# mem_issue

### Routing congestion, mem_issue

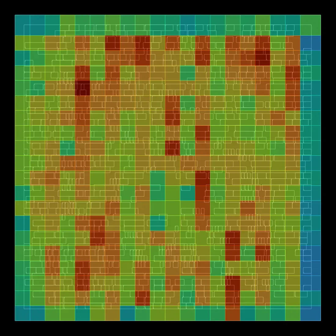

<file path="src/rtl/mem_issue.sv">
// mem_issue: dual-lane memory request issue stage.
// Registers the upper/lower lane requests toward the memory stage. When both
// lanes hit the same word and at least one of them writes, the pair is issued
// over two cycles (upper first), and the execute stage is held meanwhile.
// Out-of-range addresses are truncated, their stores are suppressed, and a
// sticky error flag is raised.
module mem_issue #(
    parameter int ADDR_BITS = 17,
    parameter int CNT_W     = 16
) (
    input  logic                 clk,
    input  logic                 rstn,
    input  logic                 interlock,
    input  logic                 u_valid,
    input  logic                 l_valid,
    input  logic [31:0]          u_addr,
    input  logic [31:0]          l_addr,
    input  logic [31:0]          u_din,
    input  logic [31:0]          l_din,
    input  logic                 u_we,
    input  logic                 l_we,
    input  logic                 err_clr,
    output logic                 stall_out,
    output logic                 u_out_valid,
    output logic                 l_out_valid,
    output logic [ADDR_BITS-1:0] u_out_addr,
    output logic [ADDR_BITS-1:0] l_out_addr,
    output logic [31:0]          u_out_din,
    output logic [31:0]          l_out_din,
    output logic                 u_out_we,
    output logic                 l_out_we,
    output logic                 addr_err,
    output logic [CNT_W-1:0]     conflict_cnt
);

    localparam logic [0:0] PASS  = 1'b0;
    localparam logic [0:0] SPLIT = 1'b1;

    logic [0:0]           state_q, state_d;
    logic [ADDR_BITS-1:0] h_addr_q, h_addr_d;
    logic [31:0]          h_din_q, h_din_d;
    logic                 h_we_q, h_we_d;
    logic                 u_ov_q, u_ov_d, l_ov_q, l_ov_d;
    logic [ADDR_BITS-1:0] u_oa_q, u_oa_d, l_oa_q, l_oa_d;
    logic [31:0]          u_od_q, u_od_d, l_od_q, l_od_d;
    logic                 u_ow_q, u_ow_d, l_ow_q, l_ow_d;
    logic                 err_q, err_d;
    logic [CNT_W-1:0]     cnt_q, cnt_d;

    logic u_oor, l_oor, conflict, err_set;

    // Lane checks: upper address bits must be zero; same-word pair with a store is a hazard.
    assign u_oor    = u_valid & ((u_addr >> ADDR_BITS) != 32'd0);
    assign l_oor    = l_valid & ((l_addr >> ADDR_BITS) != 32'd0);
    assign conflict = u_valid & l_valid & (u_we | l_we) &
                      (u_addr[ADDR_BITS-1:0] == l_addr[ADDR_BITS-1:0]);

    // Next-state: issue both, issue upper and park lower, or drain the parked lane.
    always_comb begin
        state_d  = state_q;
        h_addr_d = h_addr_q;
        h_din_d  = h_din_q;
        h_we_d   = h_we_q;
        u_ov_d   = u_ov_q;
        u_oa_d   = u_oa_q;
        u_od_d   = u_od_q;
        u_ow_d   = u_ow_q;
        l_ov_d   = l_ov_q;
        l_oa_d   = l_oa_q;
        l_od_d   = l_od_q;
        l_ow_d   = l_ow_q;
        err_d    = err_q;
        cnt_d    = cnt_q;
        err_set  = 1'b0;
        if (!interlock) begin
            if (state_q == SPLIT) begin
                // Held lower lane goes out alone; its store enable was already screened.
                u_ov_d  = 1'b0;
                u_ow_d  = 1'b0;
                l_ov_d  = 1'b1;
                l_oa_d  = h_addr_q;
                l_od_d  = h_din_q;
                l_ow_d  = h_we_q;
                state_d = PASS;
            end else begin
                err_set = u_oor | l_oor;
                u_ov_d  = u_valid;
                u_ow_d  = u_valid & u_we & ~u_oor;
                if (u_valid) begin
                    u_oa_d = u_addr[ADDR_BITS-1:0];
                    u_od_d = u_din;
                end
                if (conflict) begin
                    l_ov_d   = 1'b0;
                    l_ow_d   = 1'b0;
                    h_addr_d = l_addr[ADDR_BITS-1:0];
                    h_din_d  = l_din;
                    h_we_d   = l_we & ~l_oor;
                    state_d  = SPLIT;
                    if (!(&cnt_q))
                        cnt_d = cnt_q + {{(CNT_W-1){1'b0}}, 1'b1};
                end else begin
                    l_ov_d = l_valid;
                    l_ow_d = l_valid & l_we & ~l_oor;
                    if (l_valid) begin
                        l_oa_d = l_addr[ADDR_BITS-1:0];
                        l_od_d = l_din;
                    end
                end
            end
            // A new error outranks a clear in the same cycle.
            err_d = err_set | (err_q & ~err_clr);
        end
    end

    // State and output registers; reset drops any parked lower lane.
    always_ff @(posedge clk or negedge rstn) begin
        if (!rstn) begin
            state_q  <= PASS;
            h_addr_q <= '0;
            h_din_q  <= '0;
            h_we_q   <= 1'b0;
            u_ov_q   <= 1'b0;
            u_oa_q   <= '0;
            u_od_q   <= '0;
            u_ow_q   <= 1'b0;
            l_ov_q   <= 1'b0;
            l_oa_q   <= '0;
            l_od_q   <= '0;
            l_ow_q   <= 1'b0;
            err_q    <= 1'b0;
            cnt_q    <= '0;
        end else begin
            state_q  <= state_d;
            h_addr_q <= h_addr_d;
            h_din_q  <= h_din_d;
            h_we_q   <= h_we_d;
            u_ov_q   <= u_ov_d;
            u_oa_q   <= u_oa_d;
            u_od_q   <= u_od_d;
            u_ow_q   <= u_ow_d;
            l_ov_q   <= l_ov_d;
            l_oa_q   <= l_oa_d;
            l_od_q   <= l_od_d;
            l_ow_q   <= l_ow_d;
            err_q    <= err_d;
            cnt_q    <= cnt_d;
        end
    end

    assign stall_out    = interlock | (state_q == SPLIT);
    assign u_out_valid  = u_ov_q;
    assign u_out_addr   = u_oa_q;
    assign u_out_din    = u_od_q;
    assign u_out_we     = u_ow_q;
    assign l_out_valid  = l_ov_q;
    assign l_out_addr   = l_oa_q;
    assign l_out_din    = l_od_q;
    assign l_out_we     = l_ow_q;
    assign addr_err     = err_q;
    assign conflict_cnt = cnt_q;

endmodule

</file>
<file path="config.mk">
export PLATFORM = sky130hd
export DESIGN_NAME = mem_issue
export DESIGN_NICKNAME = d
export VERILOG_FILES = /design/src/rtl/mem_issue.sv
export SDC_FILE = /design/constraint.sdc
export NUM_CORES = 1
export LEC_CHECK = 0
export CORE_MARGIN = 4
export CORE_UTILIZATION = 41
export CTS_CLUSTER_SIZE = 8
export DETAILED_ROUTE_END_ITERATION = 10
export GPL_ROUTABILITY_DRIVEN = 0
export GPL_TIMING_DRIVEN = 0
export HOLD_SLACK_MARGIN = 0.02
export PLACE_DENSITY_LB_ADDON = 0.1
export SKIP_CTS_REPAIR_TIMING = 1
export SLEW_MARGIN = 20
export SYNTH_ARGS = -nofsm -noshare
export SYNTH_HDL_FRONTEND = slang
export SYNTH_SLANG_ARGS = --single-unit
</file>
<file path="constraint.sdc">
create_clock -name clk -period 1.7 [get_ports clk]
set_input_delay 0.255 -clock clk [delete_from_list [all_inputs] [get_ports clk]]
set_output_delay 0.255 -clock clk [all_outputs]
set_load 0.01 [all_outputs]
</file>
# msh_wr_req_tx

`config.mk`:
```
export PLATFORM = sky130hd
export DESIGN_NAME = msh_wr_req_tx
export DESIGN_NICKNAME = d
export VERILOG_FILES = /design/src/rtl/mesh_pkg.sv /design/src/rtl/msh_tx_fifo.sv /design/src/rtl/msh_wr_req_tx.sv
export SDC_FILE = /design/constraint.sdc
export NUM_CORES = 1
export LEC_CHECK = 0
export ABC_AREA = 1
export CAP_MARGIN = 15
export CORE_MARGIN = 2
export CORE_UTILIZATION = 35
export CTS_BUF_LIST = sky130_fd_sc_hd__clkbuf_16
export DETAILED_ROUTE_END_ITERATION = 7
export GPL_TIMING_DRIVEN = 0
export PLACE_DENSITY = 0.5
export RECOVER_POWER = 100
export SLEW_MARGIN = 15
export SYNTH_ARGS = -nofsm -noshare
export SYNTH_HDL_FRONTEND = slang
export SYNTH_SLANG_ARGS = --single-unit
```
`constraint.sdc`:
```
create_clock -name mclk -period 14.2 [get_ports mclk]
set_clock_uncertainty 0.2 [all_clocks]
set_input_delay 2.84 -clock mclk [delete_from_list [all_inputs] [get_ports mclk]]
set_output_delay 2.84 -clock mclk [all_outputs]
set_load 0.02 [all_outputs]
```
`src/rtl/mesh_pkg.sv`:
```
// Shared mesh write-request definitions: default credit grant and payload layout.
package mesh_pkg;

    localparam int MESH_WR_REQ_CRDTS = 4;
    localparam int MESH_ADDR_W       = 20;
    localparam int MESH_DATA_W       = 64;

    typedef struct packed {
        logic [MESH_ADDR_W-1:0] addr;
        logic [MESH_DATA_W-1:0] data;
    } mesh_wr_req_t;

endpackage

```
`src/rtl/msh_tx_fifo.sv`:
```
// Synchronous client-side FIFO with registered full flag and occupancy count.
module msh_tx_fifo #(
    parameter int WIDTH = 84,
    parameter int DEPTH = 4
) (
    input  logic             clk,
    input  logic             rst_n,
    input  logic             push,
    input  logic [WIDTH-1:0] push_data,
    input  logic             pop,
    output logic [WIDTH-1:0] pop_data,
    output logic             rdy,
    output logic             empty
);
    localparam int AW = $clog2(DEPTH);

    logic [WIDTH-1:0] mem [DEPTH];
    logic [AW:0]      wr_ptr;
    logic [AW:0]      rd_ptr;
    logic [AW:0]      cnt_q;
    logic [AW:0]      cnt_next;
    logic             full_q;
    logic             wr_en;
    logic             rd_en;

    // Extra pointer bit distinguishes full from empty when the indices match.
    assign empty    = (wr_ptr == rd_ptr);
    assign wr_en    = push & ~full_q;
    assign rd_en    = pop & ~empty;
    assign rdy      = ~full_q;
    assign pop_data = mem[rd_ptr[AW-1:0]];

    always_comb begin
        cnt_next = cnt_q;
        if (wr_en & ~rd_en) begin
            cnt_next = cnt_q + 1'b1;
        end else if (rd_en & ~wr_en) begin
            cnt_next = cnt_q - 1'b1;
        end
    end

    always_ff @(posedge clk or negedge rst_n) begin
        if (!rst_n) begin
            wr_ptr <= '0;
            rd_ptr <= '0;
            cnt_q  <= '0;
            full_q <= 1'b0;
        end else begin
            if (wr_en) wr_ptr <= wr_ptr + 1'b1;
            if (rd_en) rd_ptr <= rd_ptr + 1'b1;
            cnt_q  <= cnt_next;
            full_q <= (cnt_next == (AW+1)'(DEPTH));
        end
    end

    always_ff @(posedge clk) begin
        if (wr_en) mem[wr_ptr[AW-1:0]] <= push_data;
    end

endmodule

```
`src/rtl/msh_wr_req_tx.sv`:
```
// Credit-based mesh write-request transmitter: client FIFO, credit counter,
// single-cycle launch stage and sticky credit-overflow flag.
module msh_wr_req_tx
    import mesh_pkg::*;
#(
    parameter int NUM_CRDTS  = MESH_WR_REQ_CRDTS,
    parameter int FIFO_DEPTH = 4,
    parameter int ADDR_W     = 20,
    parameter int DATA_W     = 64
) (
    input  logic              mclk,
    input  logic              i_reset_n,
    input  logic              i_req_vld,
    input  logic [ADDR_W-1:0] i_req_addr,
    input  logic [DATA_W-1:0] i_req_data,
    output logic              o_req_rdy,
    output logic              o_wr_req_vld,
    output logic [ADDR_W-1:0] o_wr_req_addr,
    output logic [DATA_W-1:0] o_wr_dbus,
    input  logic              i_crdt_rtn,
    output logic [3:0]        o_crdt_cnt,
    output logic              o_idle,
    output logic              o_crdt_err
);
    localparam int         W         = ADDR_W + DATA_W;
    localparam logic [3:0] CRDT_FULL = 4'(NUM_CRDTS);

    logic [W-1:0] head;
    logic         fifo_empty;
    logic         launch;
    logic [3:0]   crdt_cnt;

    msh_tx_fifo #(
        .WIDTH (W),
        .DEPTH (FIFO_DEPTH)
    ) u_fifo (
        .clk       (mclk),
        .rst_n     (i_reset_n),
        .push      (i_req_vld),
        .push_data ({i_req_addr, i_req_data}),
        .pop       (launch),
        .pop_data  (head),
        .rdy       (o_req_rdy),
        .empty     (fifo_empty)
    );

    // Uses the registered count, so a same-cycle return only helps next cycle.
    assign launch     = ~fifo_empty & (crdt_cnt != 4'd0);
    assign o_crdt_cnt = crdt_cnt;
    assign o_idle     = fifo_empty & ~o_wr_req_vld & (crdt_cnt == CRDT_FULL);

    always_ff @(posedge mclk or negedge i_reset_n) begin
        if (!i_reset_n) begin
            crdt_cnt   <= CRDT_FULL;
            o_crdt_err <= 1'b0;
        end else begin
            unique case ({launch, i_crdt_rtn})
                2'b10: crdt_cnt <= crdt_cnt - 4'd1;
                2'b01: begin
                    if (crdt_cnt == CRDT_FULL) o_crdt_err <= 1'b1;
                    else                       crdt_cnt   <= crdt_cnt + 4'd1;
                end
                default: crdt_cnt <= crdt_cnt;
            endcase
        end
    end

    always_ff @(posedge mclk or negedge i_reset_n) begin
        if (!i_reset_n) begin
            o_wr_req_vld  <= 1'b0;
            o_wr_req_addr <= '0;
            o_wr_dbus     <= '0;
        end else begin
            o_wr_req_vld <= launch;
            if (launch) begin
                o_wr_req_addr <= head[W-1 -: ADDR_W];
                o_wr_dbus     <= head[DATA_W-1:0];
            end
        end
    end

endmodule

```
# cv1k_serial_eeprom

## src/rtl/cv1k_serial_eeprom.sv

```systemverilog
// ----------------------------------------------------------------------------
// cv1k_serial_eeprom
//   FPGA-side model of a 93C46-style x16 serial EEPROM. It sits behind the
//   CS4 EEPROM window (A23:A22=11) and is driven by the bit-banged lines
//   that the CPLD produces. The CPLD samples eeprom_do into data[0] on
//   EEPROM reads.
//
//   Ports
//     clock          system clock, all logic on the rising edge
//     reset          asynchronous, active-low
//     eeprom_ce      chip enable from the CPLD, active high
//     eeprom_clock   serial clock from the CPLD (asynchronous, oversampled)
//     eeprom_di      serial data in, MSB first
//     eeprom_do      serial data out, or ready/busy status
//     busy           high while a program cycle is in progress
//     write_protect  (only with SEEPROM_WP_PIN_EN) active-high write protect
//
//   Optional feature macro: SEEPROM_WP_PIN_EN adds the write_protect pin.
//   When the macro is undefined, write protection comes from ewen alone.
//
//   Timing: the pin sclk rise reaches eeprom_do after SYNC_STAGES+1 clocks.
//   The host must hold each sclk phase for at least SYNC_STAGES+2 clocks.
// ----------------------------------------------------------------------------
module cv1k_serial_eeprom #(
  parameter int ADDR_BITS   = 6,
  parameter int DATA_BITS   = 16,
  parameter int SYNC_STAGES = 2,
  parameter int PROG_CYCLES = 64
) (
  input  logic clock,
  input  logic reset,
  input  logic eeprom_ce,
  input  logic eeprom_clock,
  input  logic eeprom_di,
`ifdef SEEPROM_WP_PIN_EN
  input  logic write_protect,
`endif
  output logic eeprom_do,
  output logic busy
);

  localparam int DEPTH  = 1 << ADDR_BITS;
  localparam int CNT_MAX = (ADDR_BITS > DATA_BITS) ? ADDR_BITS : DATA_BITS;
  localparam int CNT_W  = $clog2(CNT_MAX + 1);
  localparam int PCNT_W = $clog2(PROG_CYCLES + 1);

  typedef enum logic [2:0] {
    IDLE, START, OPCODE, ADDR, READ_OUT, WRITE_DATA, WAIT_CE_LOW, PROGRAM
  } state_t;

  typedef enum logic [2:0] {
    CMD_NONE, CMD_WRITE, CMD_ERASE, CMD_ERAL, CMD_WRAL
  } cmd_t;

  // Input synchronisers
  logic [SYNC_STAGES-1:0] ce_sync, sclk_sync, di_sync;
  logic                   sclk_last;
  logic                   ce_s, sclk_s, di_s, rise;

`ifdef SEEPROM_WP_PIN_EN
  logic [SYNC_STAGES-1:0] wp_sync;
  always_ff @(posedge clock or negedge reset) begin
    if (!reset) wp_sync <= '0;
    else        wp_sync <= {wp_sync[SYNC_STAGES-2:0], write_protect};
  end
`endif

  always_ff @(posedge clock or negedge reset) begin
    if (!reset) begin
      ce_sync   <= '0;
      sclk_sync <= '0;
      di_sync   <= '0;
      sclk_last <= 1'b0;
    end else begin
      ce_sync   <= {ce_sync[SYNC_STAGES-2:0], eeprom_ce};
      sclk_sync <= {sclk_sync[SYNC_STAGES-2:0], eeprom_clock};
      di_sync   <= {di_sync[SYNC_STAGES-2:0], eeprom_di};
      sclk_last <= sclk_sync[SYNC_STAGES-1];
    end
  end

  assign ce_s   = ce_sync[SYNC_STAGES-1];
  assign sclk_s = sclk_sync[SYNC_STAGES-1];
  assign di_s   = di_sync[SYNC_STAGES-1];
  assign rise   = sclk_s & ~sclk_last;

  // Protocol state
  state_t                 state_q, state_d;
  cmd_t                   cmd_q, cmd_d;
  logic [1:0]             op_q, op_d;
  logic [ADDR_BITS-1:0]   addr_q, addr_d;
  logic [DATA_BITS-1:0]   data_q, data_d;
  logic [CNT_W-1:0]       cnt_q, cnt_d;
  logic [PCNT_W-1:0]      prog_cnt_q, prog_cnt_d;
  logic                   ewen_q, ewen_d;
  logic                   do_q, do_d;

  // The array holds the complement of each word, so a zero power-up state
  // of the storage reads back as the erased value of all 1s.
  logic [DATA_BITS-1:0]   mem_q [DEPTH];
  logic                   mem_we, mem_all;
  logic [ADDR_BITS-1:0]   mem_waddr;
  logic [DATA_BITS-1:0]   mem_wdata;

  logic [ADDR_BITS-1:0]   full_addr, addr_inc;
  logic                   prog_ok;

  assign full_addr = {addr_q[ADDR_BITS-2:0], di_s};
  assign addr_inc  = addr_q + ADDR_BITS'(1);

`ifdef SEEPROM_WP_PIN_EN
  assign prog_ok = (cmd_q != CMD_NONE) && ewen_q && !wp_sync[SYNC_STAGES-1];
`else
  assign prog_ok = (cmd_q != CMD_NONE) && ewen_q;
`endif

  always_ff @(posedge clock or negedge reset) begin
    if (!reset) begin
      state_q    <= IDLE;
      cmd_q      <= CMD_NONE;
      op_q       <= '0;
      addr_q     <= '0;
      data_q     <= '0;
      cnt_q      <= '0;
      prog_cnt_q <= '0;
      ewen_q     <= 1'b0;
      do_q       <= 1'b1;
    end else begin
      state_q    <= state_d;
      cmd_q      <= cmd_d;
      op_q       <= op_d;
      addr_q     <= addr_d;
      data_q     <= data_d;
      cnt_q      <= cnt_d;
      prog_cnt_q <= prog_cnt_d;
      ewen_q     <= ewen_d;
      do_q       <= do_d;
    end
  end

  always_comb begin
    state_d    = state_q;
    cmd_d      = cmd_q;
    op_d       = op_q;
    addr_d     = addr_q;
    data_d     = data_q;
    cnt_d      = cnt_q;
    prog_cnt_d = prog_cnt_q;
    ewen_d     = ewen_q;
    do_d       = do_q;
    mem_we     = 1'b0;
    mem_all    = 1'b0;
    mem_waddr  = addr_q;
    mem_wdata  = data_q;

    if (state_q == PROGRAM) begin
      // Busy status is only driven while the host has the chip selected.
      do_d = ~ce_s;
      if (prog_cnt_q != PCNT_W'(PROG_CYCLES - 1)) begin
        prog_cnt_d = prog_cnt_q + PCNT_W'(1);
      end else begin
        case (cmd_q)
          CMD_WRAL: begin
            // One word per clock; addr_q was cleared on entry.
            mem_we = 1'b1;
            addr_d = addr_inc;
            if (addr_q == {ADDR_BITS{1'b1}}) begin
              state_d = IDLE;
              cmd_d   = CMD_NONE;
              do_d    = 1'b1;
            end
          end
          CMD_ERAL: begin
            mem_all   = 1'b1;
            mem_wdata = '1;
            state_d   = IDLE;
            cmd_d     = CMD_NONE;
            do_d      = 1'b1;
          end
          CMD_ERASE: begin
            mem_we    = 1'b1;
            mem_wdata = '1;
            state_d   = IDLE;
            cmd_d     = CMD_NONE;
            do_d      = 1'b1;
          end
          default: begin
            mem_we  = 1'b1;
            state_d = IDLE;
            cmd_d   = CMD_NONE;
            do_d    = 1'b1;
          end
        endcase
      end
    end else if (!ce_s) begin
      // Deselect wins over a coincident sclk edge. Only a completed
      // write-type command with writes enabled goes on to program.
      do_d = 1'b1;
      if (state_q == WAIT_CE_LOW && prog_ok) begin
        state_d    = PROGRAM;
        prog_cnt_d = '0;
        if (cmd_q == CMD_WRAL) addr_d = '0;
      end else begin
        state_d = IDLE;
        cmd_d   = CMD_NONE;
      end
    end else begin
      case (state_q)
        IDLE: begin
          state_d = START;
          cmd_d   = CMD_NONE;
          do_d    = 1'b1;
        end
        START: begin
          do_d = 1'b1;
          if (rise && di_s) begin
            state_d = OPCODE;
            cnt_d   = '0;
          end
        end
        OPCODE: begin
          if (rise) begin
            op_d = {op_q[0], di_s};
            if (cnt_q == CNT_W'(1)) begin
              state_d = ADDR;
              cnt_d   = '0;
            end else begin
              cnt_d = cnt_q + CNT_W'(1);
            end
          end
        end
        ADDR: begin
          if (rise) begin
            addr_d = full_addr;
            if (cnt_q == CNT_W'(ADDR_BITS - 1)) begin
              cnt_d = '0;
              case (op_q)
                2'b10: begin
                  state_d = READ_OUT;
                  do_d    = 1'b0;
                  data_d  = ~mem_q[full_addr];
                  cnt_d   = CNT_W'(DATA_BITS - 1);
                end
                2'b01: begin
                  cmd_d   = CMD_WRITE;
                  state_d = WRITE_DATA;
                end
                2'b11: begin
                  cmd_d   = CMD_ERASE;
                  state_d = WAIT_CE_LOW;
                end
                default: begin
                  state_d = WAIT_CE_LOW;
                  case (full_addr[ADDR_BITS-1 -: 2])
                    2'b11: ewen_d = 1'b1;
                    2'b00: ewen_d = 1'b0;
                    2'b10: cmd_d  = CMD_ERAL;
                    default: begin
                      cmd_d   = CMD_WRAL;
                      state_d = WRITE_DATA;
                    end
                  endcase
                end
              endcase
            end else begin
              cnt_d = cnt_q + CNT_W'(1);
            end
          end
        end
        READ_OUT: begin
          // data_q doubles as the output shift register during reads.
          if (rise) begin
            do_d   = data_q[DATA_BITS-1];
            data_d = {data_q[DATA_BITS-2:0], 1'b0};
            if (cnt_q == '0) begin
              addr_d = addr_inc;
              data_d = ~mem_q[addr_inc];
              cnt_d  = CNT_W'(DATA_BITS - 1);
            end else begin
              cnt_d = cnt_q - CNT_W'(1);
            end
          end
        end
        WRITE_DATA: begin
          if (rise) begin
            data_d = {data_q[DATA_BITS-2:0], di_s};
            if (cnt_q == CNT_W'(DATA_BITS - 1)) state_d = WAIT_CE_LOW;
            else                                cnt_d   = cnt_q + CNT_W'(1);
          end
        end
        WAIT_CE_LOW: begin
        end
        default: state_d = IDLE;
      endcase
    end
  end

  // Array storage, deliberately outside reset so an interrupted program
  // cycle leaves the old contents in place.
  always_ff @(posedge clock) begin
    if (mem_all) begin
      for (int i = 0; i < DEPTH; i++) mem_q[i] <= ~mem_wdata;
    end else if (mem_we) begin
      mem_q[mem_waddr] <= ~mem_wdata;
    end
  end

  assign eeprom_do = do_q;
  assign busy      = (state_q == PROGRAM);

endmodule

```

## config.mk

```make
export PLATFORM = sky130hd
export DESIGN_NAME = cv1k_serial_eeprom
export DESIGN_NICKNAME = d
export VERILOG_FILES = /design/src/rtl/cv1k_serial_eeprom.sv
export SDC_FILE = /design/constraint.sdc
export NUM_CORES = 2
export LEC_CHECK = 0
export CAP_MARGIN = 10
export CORE_MARGIN = 10
export CORE_UTILIZATION = 30
export CTS_BUF_LIST = sky130_fd_sc_hd__clkbuf_8
export DETAILED_ROUTE_END_ITERATION = 16
export DONT_BUFFER_PORTS = 1
export HOLD_SLACK_MARGIN = 0.08
export PLACE_DENSITY_LB_ADDON = 0.15
export SYNTH_ARGS = -nofsm -noshare
export SYNTH_HDL_FRONTEND = slang
export SYNTH_SLANG_ARGS = --single-unit
```

## constraint.sdc

```tcl
create_clock -name clock -period 9.4 [get_ports clock]
set_input_delay 2.35 -clock clock [delete_from_list [all_inputs] [get_ports clock]]
set_output_delay 2.35 -clock clock [all_outputs]
set_load 0.01 [all_outputs]
```

# kong_motion_ctrl

<file path="src/rtl/kong_motion_ctrl.sv">
// rtl/kong_motion_ctrl.sv - per-frame motion and state controller for the Kong sprite
// Sub-pixel fixed-point position/velocity, updated once per frame_tick.
module kong_motion_ctrl #(
  parameter int FRAC        = 4,
  parameter int SCREEN_W    = 640,
  parameter int SCREEN_H    = 480,
  parameter int KONG_W      = 64,
  parameter int KONG_H      = 48,
  parameter int INIT_X      = 32,
  parameter int INIT_Y      = 400,
  parameter int WALK_SPEED  = 32,
  parameter int CLIMB_SPEED = 16,
  parameter int JUMP_VY     = 128,
  parameter int GRAVITY     = 8,
  parameter int MAX_VY      = 128
) (
  input  logic               clk,
  input  logic               reset,
  input  logic               frame_tick,
  input  logic               btn_left,
  input  logic               btn_right,
  input  logic               btn_up,
  input  logic               btn_down,
  input  logic               btn_jump,
  input  logic [3:0]         plat_hit,
  input  logic               rope_hit,
  output logic signed [10:0] top_left_x,
  output logic signed [10:0] top_left_y,
  output logic [3:0]         state,
  output logic [3:0]         icon,
  output logic               direction
);
  localparam int FW = 11 + FRAC;
  localparam int SW = FW + 1;
  typedef logic signed [FW-1:0] fix_t;
  typedef logic signed [SW-1:0] wide_t;

  localparam wide_t XMAX_FX  = wide_t'((SCREEN_W - KONG_W) << FRAC);
  localparam wide_t YMAX_FX  = wide_t'((SCREEN_H - KONG_H) << FRAC);
  localparam wide_t WALK_FX  = wide_t'(WALK_SPEED);
  localparam wide_t CLIMB_FX = wide_t'(CLIMB_SPEED);
  localparam wide_t JUMP_FX  = wide_t'(JUMP_VY);
  localparam wide_t GRAV_FX  = wide_t'(GRAVITY);
  localparam wide_t MAXVY_FX = wide_t'(MAX_VY);
  localparam fix_t  INIT_X_FX = fix_t'(INIT_X << FRAC);
  localparam fix_t  INIT_Y_FX = fix_t'(INIT_Y << FRAC);

  localparam int E_LEFT   = 3;
  localparam int E_TOP    = 2;
  localparam int E_RIGHT  = 1;
  localparam int E_BOTTOM = 0;

  typedef enum logic [3:0] {
    KONG_IS_STANDING            = 4'd0,
    KONG_IS_JUMPING             = 4'd1,
    KONG_IS_JUMPING_IN_PLATFORM = 4'd2,
    KONG_IS_CLIMBING            = 4'd3,
    KONG_IS_JUMPING_FROM_ROPE   = 4'd4
  } kong_state_t;

  localparam logic [3:0] KONG_STAND       = 4'd0;
  localparam logic [3:0] KONG_WALK_LEFT   = 4'd1;
  localparam logic [3:0] KONG_WALK_RIGHT  = 4'd2;
  localparam logic [3:0] KONG_CLIMB_LEFT  = 4'd3;
  localparam logic [3:0] KONG_CLIMB_RIGHT = 4'd4;
  localparam logic [3:0] KONG_JUMP_LEFT   = 4'd5;
  localparam logic [3:0] KONG_JUMP_RIGHT  = 4'd6;
  localparam logic       KONG_LOOK_RIGHT  = 1'b0;
  localparam logic       KONG_LOOK_LEFT   = 1'b1;

  fix_t        x, y, vx, vy;
  kong_state_t st;
  logic [3:0]  icon_r;
  logic        dir_r;
  logic [3:0]  plat_seen;
  logic        rope_seen;
  logic        jump_prev;

  logic [3:0]  plat;
  logic        rope, jump_edge, go_left, go_right, air, land, dir_n;
  wide_t       step_x, vx_a, vy_a, vy_g, x_sum, y_sum;
  fix_t        x_n, y_n, vx_n, vy_n;
  kong_state_t st_n;
  logic [3:0]  icon_n;

  always_comb begin
    plat      = plat_seen | plat_hit;
    rope      = rope_seen | rope_hit;
    jump_edge = btn_jump & ~jump_prev;
    go_right  = btn_right & ~btn_left;
    go_left   = btn_left & ~btn_right;
    step_x    = go_right ? WALK_FX : (go_left ? -WALK_FX : '0);
    dir_n     = go_left ? KONG_LOOK_LEFT : (go_right ? KONG_LOOK_RIGHT : dir_r);
    st_n      = st;
    x_sum     = wide_t'(x);
    y_sum     = wide_t'(y);
    vx_a      = wide_t'(vx);
    vy_a      = wide_t'(vy);
    vy_g      = '0;
    vx_n      = vx;
    vy_n      = vy;
    air       = 1'b0;
    land      = 1'b0;

    // Leaving the ground applies the first airborne step in the same frame.
    case (st)
      KONG_IS_STANDING: begin
        vx_a = '0;
        vy_a = '0;
        if (jump_edge) begin
          st_n = KONG_IS_JUMPING;
          vx_a = step_x;
          vy_a = -JUMP_FX;
          air  = 1'b1;
        end else begin
          x_sum = x_sum + step_x;
          if (btn_up && rope) begin
            st_n = KONG_IS_CLIMBING;
          end else if (!plat[E_BOTTOM] && (y_sum < YMAX_FX)) begin
            st_n = KONG_IS_JUMPING;
            air  = 1'b1;
          end
        end
      end
      KONG_IS_CLIMBING: begin
        vx_a = '0;
        vy_a = '0;
        if (jump_edge) begin
          st_n = KONG_IS_JUMPING_FROM_ROPE;
          vx_a = step_x;
          vy_a = -JUMP_FX;
          air  = 1'b1;
        end else if (!rope) begin
          st_n = KONG_IS_JUMPING;
          air  = 1'b1;
        end else if (btn_up && !btn_down) begin
          y_sum = y_sum - CLIMB_FX;
        end else if (btn_down && !btn_up) begin
          y_sum = y_sum + CLIMB_FX;
        end
      end
      default: begin
        air = 1'b1;
        if (plat[E_LEFT] || plat[E_RIGHT]) vx_a = '0;
        if (plat[E_TOP] && vy[FW-1]) vy_a = '0;
      end
    endcase

    if (air) begin
      x_sum = x_sum + vx_a;
      y_sum = y_sum + vy_a;
      vy_g  = vy_a + GRAV_FX;
      vx_n  = fix_t'(vx_a);
      vy_n  = fix_t'((vy_g > MAXVY_FX) ? MAXVY_FX : vy_g);
    end

    case (st)
      KONG_IS_JUMPING: begin
        if (!vy_a[SW-1] && plat[E_BOTTOM]) begin
          land = 1'b1;
        end else if (vy_a[SW-1] && (plat != 4'd0)) begin
          st_n = KONG_IS_JUMPING_IN_PLATFORM;
        end else if (btn_up && rope) begin
          st_n = KONG_IS_CLIMBING;
          vx_n = '0;
          vy_n = '0;
        end
      end
      KONG_IS_JUMPING_IN_PLATFORM: begin
        if (plat == 4'd0) st_n = KONG_IS_JUMPING;
      end
      KONG_IS_JUMPING_FROM_ROPE: begin
        if (!vy_a[SW-1] && plat[E_BOTTOM]) land = 1'b1;
        else if (!rope) st_n = KONG_IS_JUMPING;
      end
      default: ;
    endcase
    if (air && (y_sum >= YMAX_FX)) land = 1'b1;

    if (x_sum[SW-1])          x_n = '0;
    else if (x_sum > XMAX_FX) x_n = fix_t'(XMAX_FX);
    else                      x_n = fix_t'(x_sum);
    if (y_sum[SW-1])          y_n = '0;
    else if (y_sum > YMAX_FX) y_n = fix_t'(YMAX_FX);
    else                      y_n = fix_t'(y_sum);

    if (land) begin
      st_n = KONG_IS_STANDING;
      vx_n = '0;
      vy_n = '0;
      y_n[FRAC-1:0] = '0;
    end

    case (st_n)
      KONG_IS_STANDING: icon_n = go_left ? KONG_WALK_LEFT : (go_right ? KONG_WALK_RIGHT : KONG_STAND);
      KONG_IS_CLIMBING: icon_n = (dir_n == KONG_LOOK_LEFT) ? KONG_CLIMB_LEFT : KONG_CLIMB_RIGHT;
      default:          icon_n = (dir_n == KONG_LOOK_LEFT) ? KONG_JUMP_LEFT : KONG_JUMP_RIGHT;
    endcase
  end

  always_ff @(posedge clk) begin
    if (reset) begin
      x         <= INIT_X_FX;
      y         <= INIT_Y_FX;
      vx        <= '0;
      vy        <= '0;
      st        <= KONG_IS_STANDING;
      icon_r    <= KONG_STAND;
      dir_r     <= KONG_LOOK_RIGHT;
      plat_seen <= '0;
      rope_seen <= 1'b0;
      jump_prev <= 1'b0;
    end else if (frame_tick) begin
      x         <= x_n;
      y         <= y_n;
      vx        <= vx_n;
      vy        <= vy_n;
      st        <= st_n;
      icon_r    <= icon_n;
      dir_r     <= dir_n;
      plat_seen <= '0;
      rope_seen <= 1'b0;
      jump_prev <= btn_jump;
    end else begin
      plat_seen <= plat_seen | plat_hit;
      rope_seen <= rope_seen | rope_hit;
    end
  end

  assign top_left_x = x[FW-1:FRAC];
  assign top_left_y = y[FW-1:FRAC];
  assign state      = st;
  assign icon       = icon_r;
  assign direction  = dir_r;
endmodule
</file>
<file path="config.mk">
export PLATFORM = sky130hd
export DESIGN_NAME = kong_motion_ctrl
export DESIGN_NICKNAME = d
export VERILOG_FILES = /design/src/rtl/kong_motion_ctrl.sv
export SDC_FILE = /design/constraint.sdc
export NUM_CORES = 1
export LEC_CHECK = 0
export ABC_AREA = 1
export CAP_MARGIN = 20
export CORE_ASPECT_RATIO = 1.75
export CORE_MARGIN = 2
export CORE_UTILIZATION = 32
export DETAILED_ROUTE_END_ITERATION = 8
export GPL_TIMING_DRIVEN = 0
export PLACE_DENSITY = 0.52
export SETUP_SLACK_MARGIN = 0.15
export SKIP_CTS_REPAIR_TIMING = 1
export SLEW_MARGIN = 30
export SYNTH_ARGS = -nofsm -noshare
export SYNTH_HDL_FRONTEND = slang
export SYNTH_SLANG_ARGS = --single-unit
</file>
<file path="constraint.sdc">
create_clock -name clk -period 9.9 [get_ports clk]
set_clock_uncertainty 0.05 [all_clocks]
set_input_delay 1.485 -clock clk [delete_from_list [all_inputs] [get_ports clk]]
set_output_delay 1.485 -clock clk [all_outputs]
set_load 0.1 [all_outputs]
</file>

==> screenshots <==
Selected gate families.
Plate I
(2 px per um)
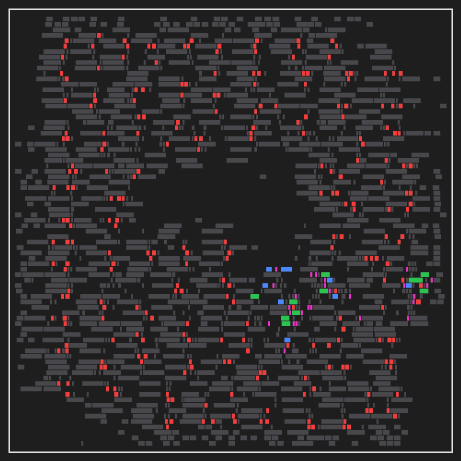
Plate II
(3 px per um)
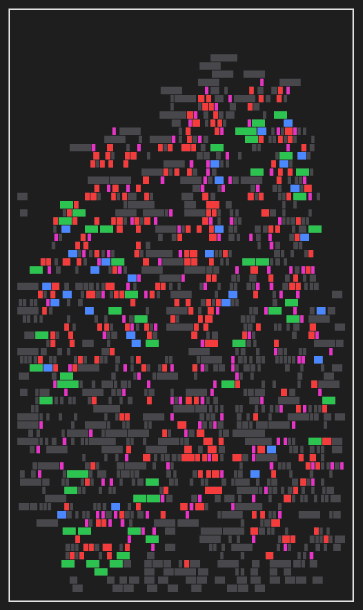
Plate III
(3 px per um)
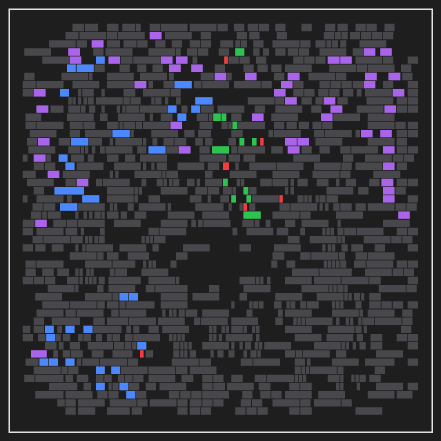
Plate I: msh_wr_req_tx
Plate III: mem_issue
Plate II: kong_motion_ctrl

### Routing congestion, cv1k_serial_eeprom

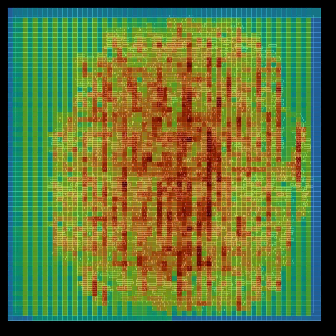
Tot GR Track Use: 20.5%
met2 Track Usage GR: 31.7%
GR Layer Usage met3: 5.20%
DR WL/cell: 35.9 um
Layout Utilization: 34.1%

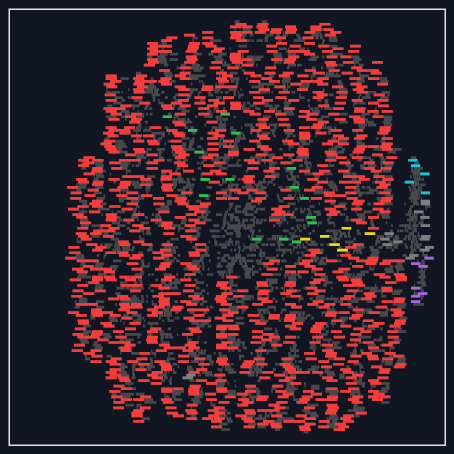
*Where the registers sit, cv1k_serial_eeprom*
(1 px per um) Other sequential cells in the stronger gray, the rest of the logic in the fainter gray.
legend:
  cnt_q:
    color: cyan
    sequential_cells: 5
  addr_q:
    color: yellow
    sequential_cells: 6
    where: right middle
  mem_q:
    color: red
    sequential_cells: 1,024
  data_q:
    color: green
    sequential_cells: 16
    where: middle
  prog_cnt_q:
    color: purple
    sequential_cells: 7
not colored: 17
flop share of the area: 54.9%
P_seq: 6.15 mW
register area: 0.0320 mm2

==> results.tsv, cv1k_serial_eeprom <==
metric	value	unit
Max transition margin	4.51	%
Static Leakage	18.4	nW
share of layout cells above drive strength 1	30.8	%
tap cells	2233	
ys cells	2989	
area fraction in xor and xnor cells	0.248	%
Bufs on Longest Clock Path	3	
Clock Tree Root	clkbuf_8	
hold depth	0	
core area	0.171	mm2
Die Footprint	0.189	mm2
# hold bufs at CTS	0	
Final min period	5440	ps
met1 WL	79.7	mm
Yosys top cell area share	59.7	%
setup slack, reg-to-reg	3960	ps
Layout Nets	3096	
I/O pins	7	
Flop pwr share	31.8	%
critical path depth	9	
Worst Hold Class	register to register	
Setup crit start	addr_q[0]	
global route hottest layer	met2	
Net Switching	8.18	mW
largest net degree at the start of global routing	70	
Placed Instances	5120	
R2R depth	9	
final hold vios	0	
Non-clock inverters	12	
logic area	0.0189	mm2
Die W	435	um
first-pass GRT wire length	270	mm
Comb area share	32.4	%
Cell Int Power	11.2	mW
GRT overflow	0	
registers	1075	
Gate power share	46.6	%
crit path DAT	6290	ps
Setup crit end kind	register	
Synth Cell Area	0.0515	mm2
vias in the first global route	32400	
DP Wirelength	123	mm
Met3 Wirelength	16.7	mm
aoi share	5.88	%
# clk buffers	197	
count leader, synth	edfxtp_1	
setup bufs post-CTS	0	
Max Clk Rate	184	MHz
Cells after Synth	2989	
Min-Delay Endpoint	sclk_sync[1]	
commonest cells in the netlist	edfxtp_1 (1,024), mux4_2 (431), mux2i_1 (205)	
Fillers	16200	
crit-path max FO	58	
CP Class	register to register	
CP delay by family, top	buffers and inverters	
Final WS setup	3960	ps
Clock net power	4.17	mW
slowest CP cell	dfrtp_4	
switching share of total power	42.3	%
status	finished clean	
simple share	4.52	%
Final clock-cell share	6.09	%
Via density	5.86	
vias	32100	
Clk Latency, worst-skew pair	960	ps
CTS tree	yes	
Die Height	435	um
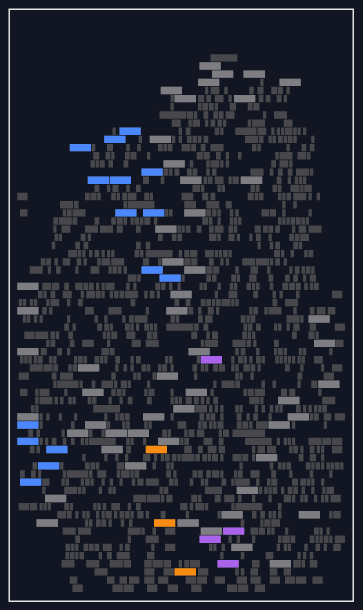
*Where the registers sit, kong_motion_ctrl*
(3 px per um) Other sequential cells in the stronger gray, the rest of the logic in the fainter gray.
legend:
  icon:
    color: orange
    sequential_cells: 3
  plat_seen:
    color: purple
    sequential_cells: 4
    where: bottom middle
  vx:
    color: blue
    sequential_cells: 15
flop share of the area: 18.9%
Layout Utilization: 37.6%
P_seq: 0.450 mW

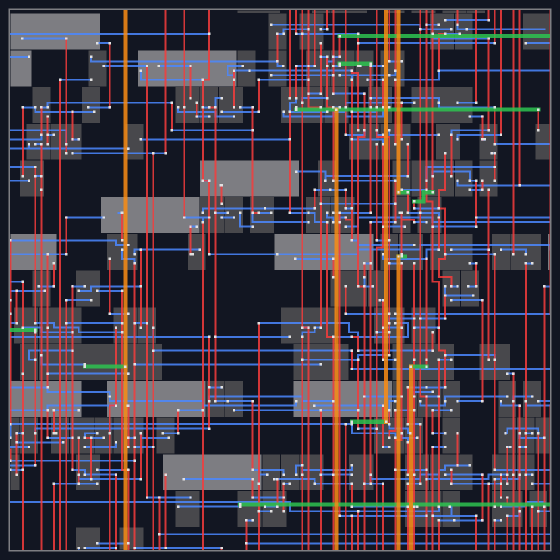
*Layout detail, kong_motion_ctrl*
Window x 37 to 77, y 118 to 158 um. Cells in gray, sequential cells in the stronger gray; small squares are vias.
legend:
  M3:
    color: green
  M2:
    color: red
  M1:
    color: blue
  M4:
    color: orange
netlist names of flops here include: vy (5), vx (4)
sequential cells in the window: 9
most frequent: inv_1 (17), nand2_1 (15), o21ai_0 (14)
cells with their middle in the window: 112

==> results.tsv, kong_motion_ctrl <==
metric	value	unit
status	finished clean	
crit path buf inv count	3	
DR WL/cell	16.6	um
Static Leakage	3.58	nW
Power per Cell Area	376	mW/mm2
GRT overflow	0	
synth unique cells	52	
Antenna Violating Nets Remaining	0	
Cells after Synth	1098	
worst reg2reg endpoint	x[7]	
Max transition margin	34.6	%
non-clock buffer count	90	
Critical Path Max Stage Delay	590	ps
Non-clock buffering overhead	9.00	%
R2R depth	25	
syn_area_per_cell	6.19	um2
Largest logic family	simple AND/OR/NAND/NOR gates	
Starting Density	32.6	%
hold depth	2	
Synth mux share	0.294	%
Min-Delay Endpoint	vx[3]	
Worst-Margin Slew	978	ps
crit-path max FO	10	
number of logic gates	822	
Die W	114	um
I/O Buffers	41	
CP Class	primary input to register	
Placed Instances	1391	
htree depth	3	
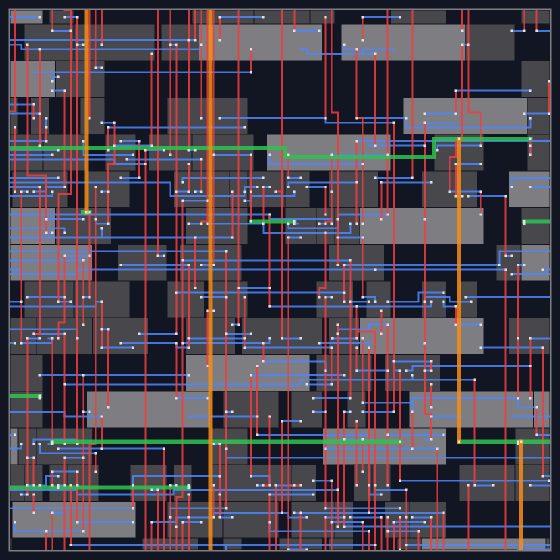
*Layout detail, mem_issue*
Window x 50 to 90, y 78 to 118 um. Cells in gray, sequential cells in the stronger gray; small squares are vias.
legend:
  M4:
    color: orange
  M3:
    color: green
  M2:
    color: red
  M1:
    color: blue
sequential cells in the window: 12
netlist names of flops here include: u_out_din (3), h_addr_q (2), l_out_addr (2)
most frequent: dfrtp_1 (12), nand2_1 (10), clkdlybuf4s50_1 (10)
cells with their middle in the window: 84

Notes on 'Routing congestion' of mem_issue above:
Tot GR Track Use: 22.3%
global route hottest layer: met2

==> results.tsv, mem_issue <==
metric	value	unit
hold_ws	38.6	ps
tap cells	225	
met2 Track Usage GR	36.3	%
detailed-route DRC error count	0	
met1 WL	9.54	mm
peak supply drop	0.000687	V
# clk buffers	17	
CP Class	register to register	
Syn Nets	756	
Final WS setup	-94.8	ps
share of layout cells above drive strength 1	28.2	%
most numerous logic cell after layout	clkdlybuf4s50_1	
Fillers	1307	
crit-path cells	nor2_4 > inv_4 > or3_4 > buf_12 > nor3_4 > xor2_1	
Placed Instances	1100	
area fraction in xor and xnor cells	3.89	%
worst setup path endpoint	conflict_cnt[7]	
vias in the first global route	6295	
sum of negative setup slack	-1910	ps
htree depth	4	
GRT overflow	0	
crit path buf inv count	2	
met1 GRT Util	29.1	%
YS chip area	0.00720	mm2
power consumption	10.5	mW
Worst-Margin Slew	545	ps
ys cells	619	
area growth from synthesis to layout	57.5	%
Layout Nets	1058	
Clock Tree Root	clkbuf_16	
vias	6008	
Die W	140	um
Flop pwr share	43.4	%
status	complete, but fails checks	
register area	0.00426	mm2
clock-pin slew on the worst setup and hold paths	70	ps
non-clock buffer count	323	
DR WL/cell	19.7	um
main area contributors	dfrtp_1 (59%), nand2_1 (8.0%), mux2_2 (7.8%), o221a_2 (7.7%), or3_1 (4.3%)	
Log Warnings	30	
# setup viols final	59	
GR Layer Usage met3	6.28	%
Synth Register Bits	170	
Setup crit start	state_q	
registers	170	
DP Wirelength	16.1	mm
Seq share, synth	59.1	%
switching share of total power	25.1	%
first-pass GRT wire length	34.9	mm
P_seq	4.56	mW
final hold vios	0	
Yosys top cell area share	59.1	%
logic area	0.00299	mm2
Top power group	registers	
Logic power comb	1.90	mW
Setup crit end kind	register	
clock share of power	38.5	%
Cells after Synth	619	
Largest logic family	simple AND/OR/NAND/NOR gates	
failing checks	negative setup slack	
Synth mux share	7.82	%
CP required	2040	ps
synth unique cells	37	
Post-Place Setup Slack	-1310	ps
Met3 Wirelength	1.32	mm
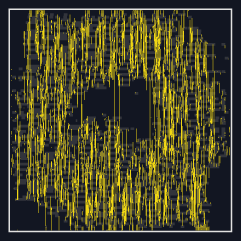
*Signal wires on met2, msh_wr_req_tx*
(1 px per um) Cells faint in the background.
main direction: vertical
nets with wire on the layer: 1,222
wire length on this layer: 20.9 mm
longest straight run: 74.1 um
share of all routed wire: 48%
WL final: 43.8 mm
met2 Track Usage GR: 30.1%

==> results.tsv, msh_wr_req_tx <==
metric	value	unit
flop share of the area	61.7	%
worst min-delay path startpoint	o_crdt_err	
crit-path cells	clkbuf_1 > clkbuf_1	
global route hottest layer	met2	
max cap viols	10	
core area	0.0465	mm2
Cell Int Power	3.00	mW
slowest CP cell	clkbuf_1	
ys cells	1288	
Top power group	registers	
CTS Buf Count	47	
crit path buf inv count	2	
Cells after Synth	1288	
setup bufs post-CTS	0	
non-clock buffer count	270	
first-pass GRT wire length	65.3	mm
worst reg2reg endpoint	u_fifo.mem[1][34]	
Non-clock buffering overhead	10.6	%
DP Wirelength	27.7	mm
Final Non-Filler Cells	2182	
status	complete, but fails checks	
area fraction in xor and xnor cells	0.472	%
failing checks	max-capacitance violations, max-slew violations	
Final Slew Violations	264	
Min-Delay Endpoint	o_crdt_err	
met2 WL	20.9	mm
initial DRC count	701	


## Gallery

Signal wires on met2.
panel A
(1 px per um) Cells faint in the background.
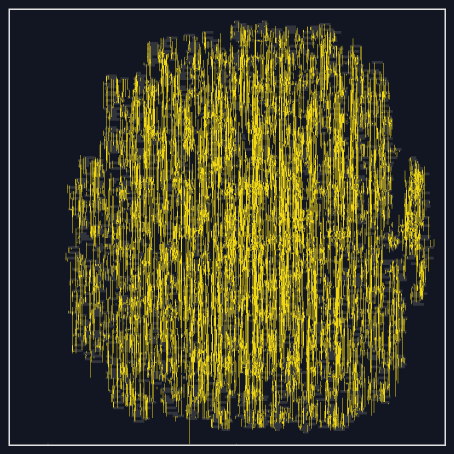
panel B
(2 px per um) Cells faint in the background.
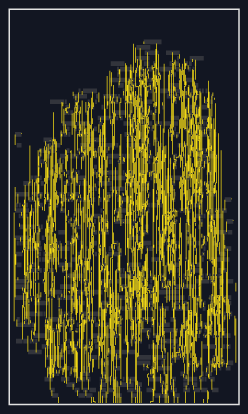
panel C
(2 px per um) Cells faint in the background.
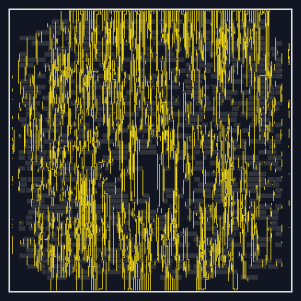
panel C: mem_issue
panel B: kong_motion_ctrl
panel A: cv1k_serial_eeprom
- largest die: panel A

Key to panel A:
nets with wire on the layer: 2,784
share of all routed wire: 46%

Power and IR drop assume default switching activity.
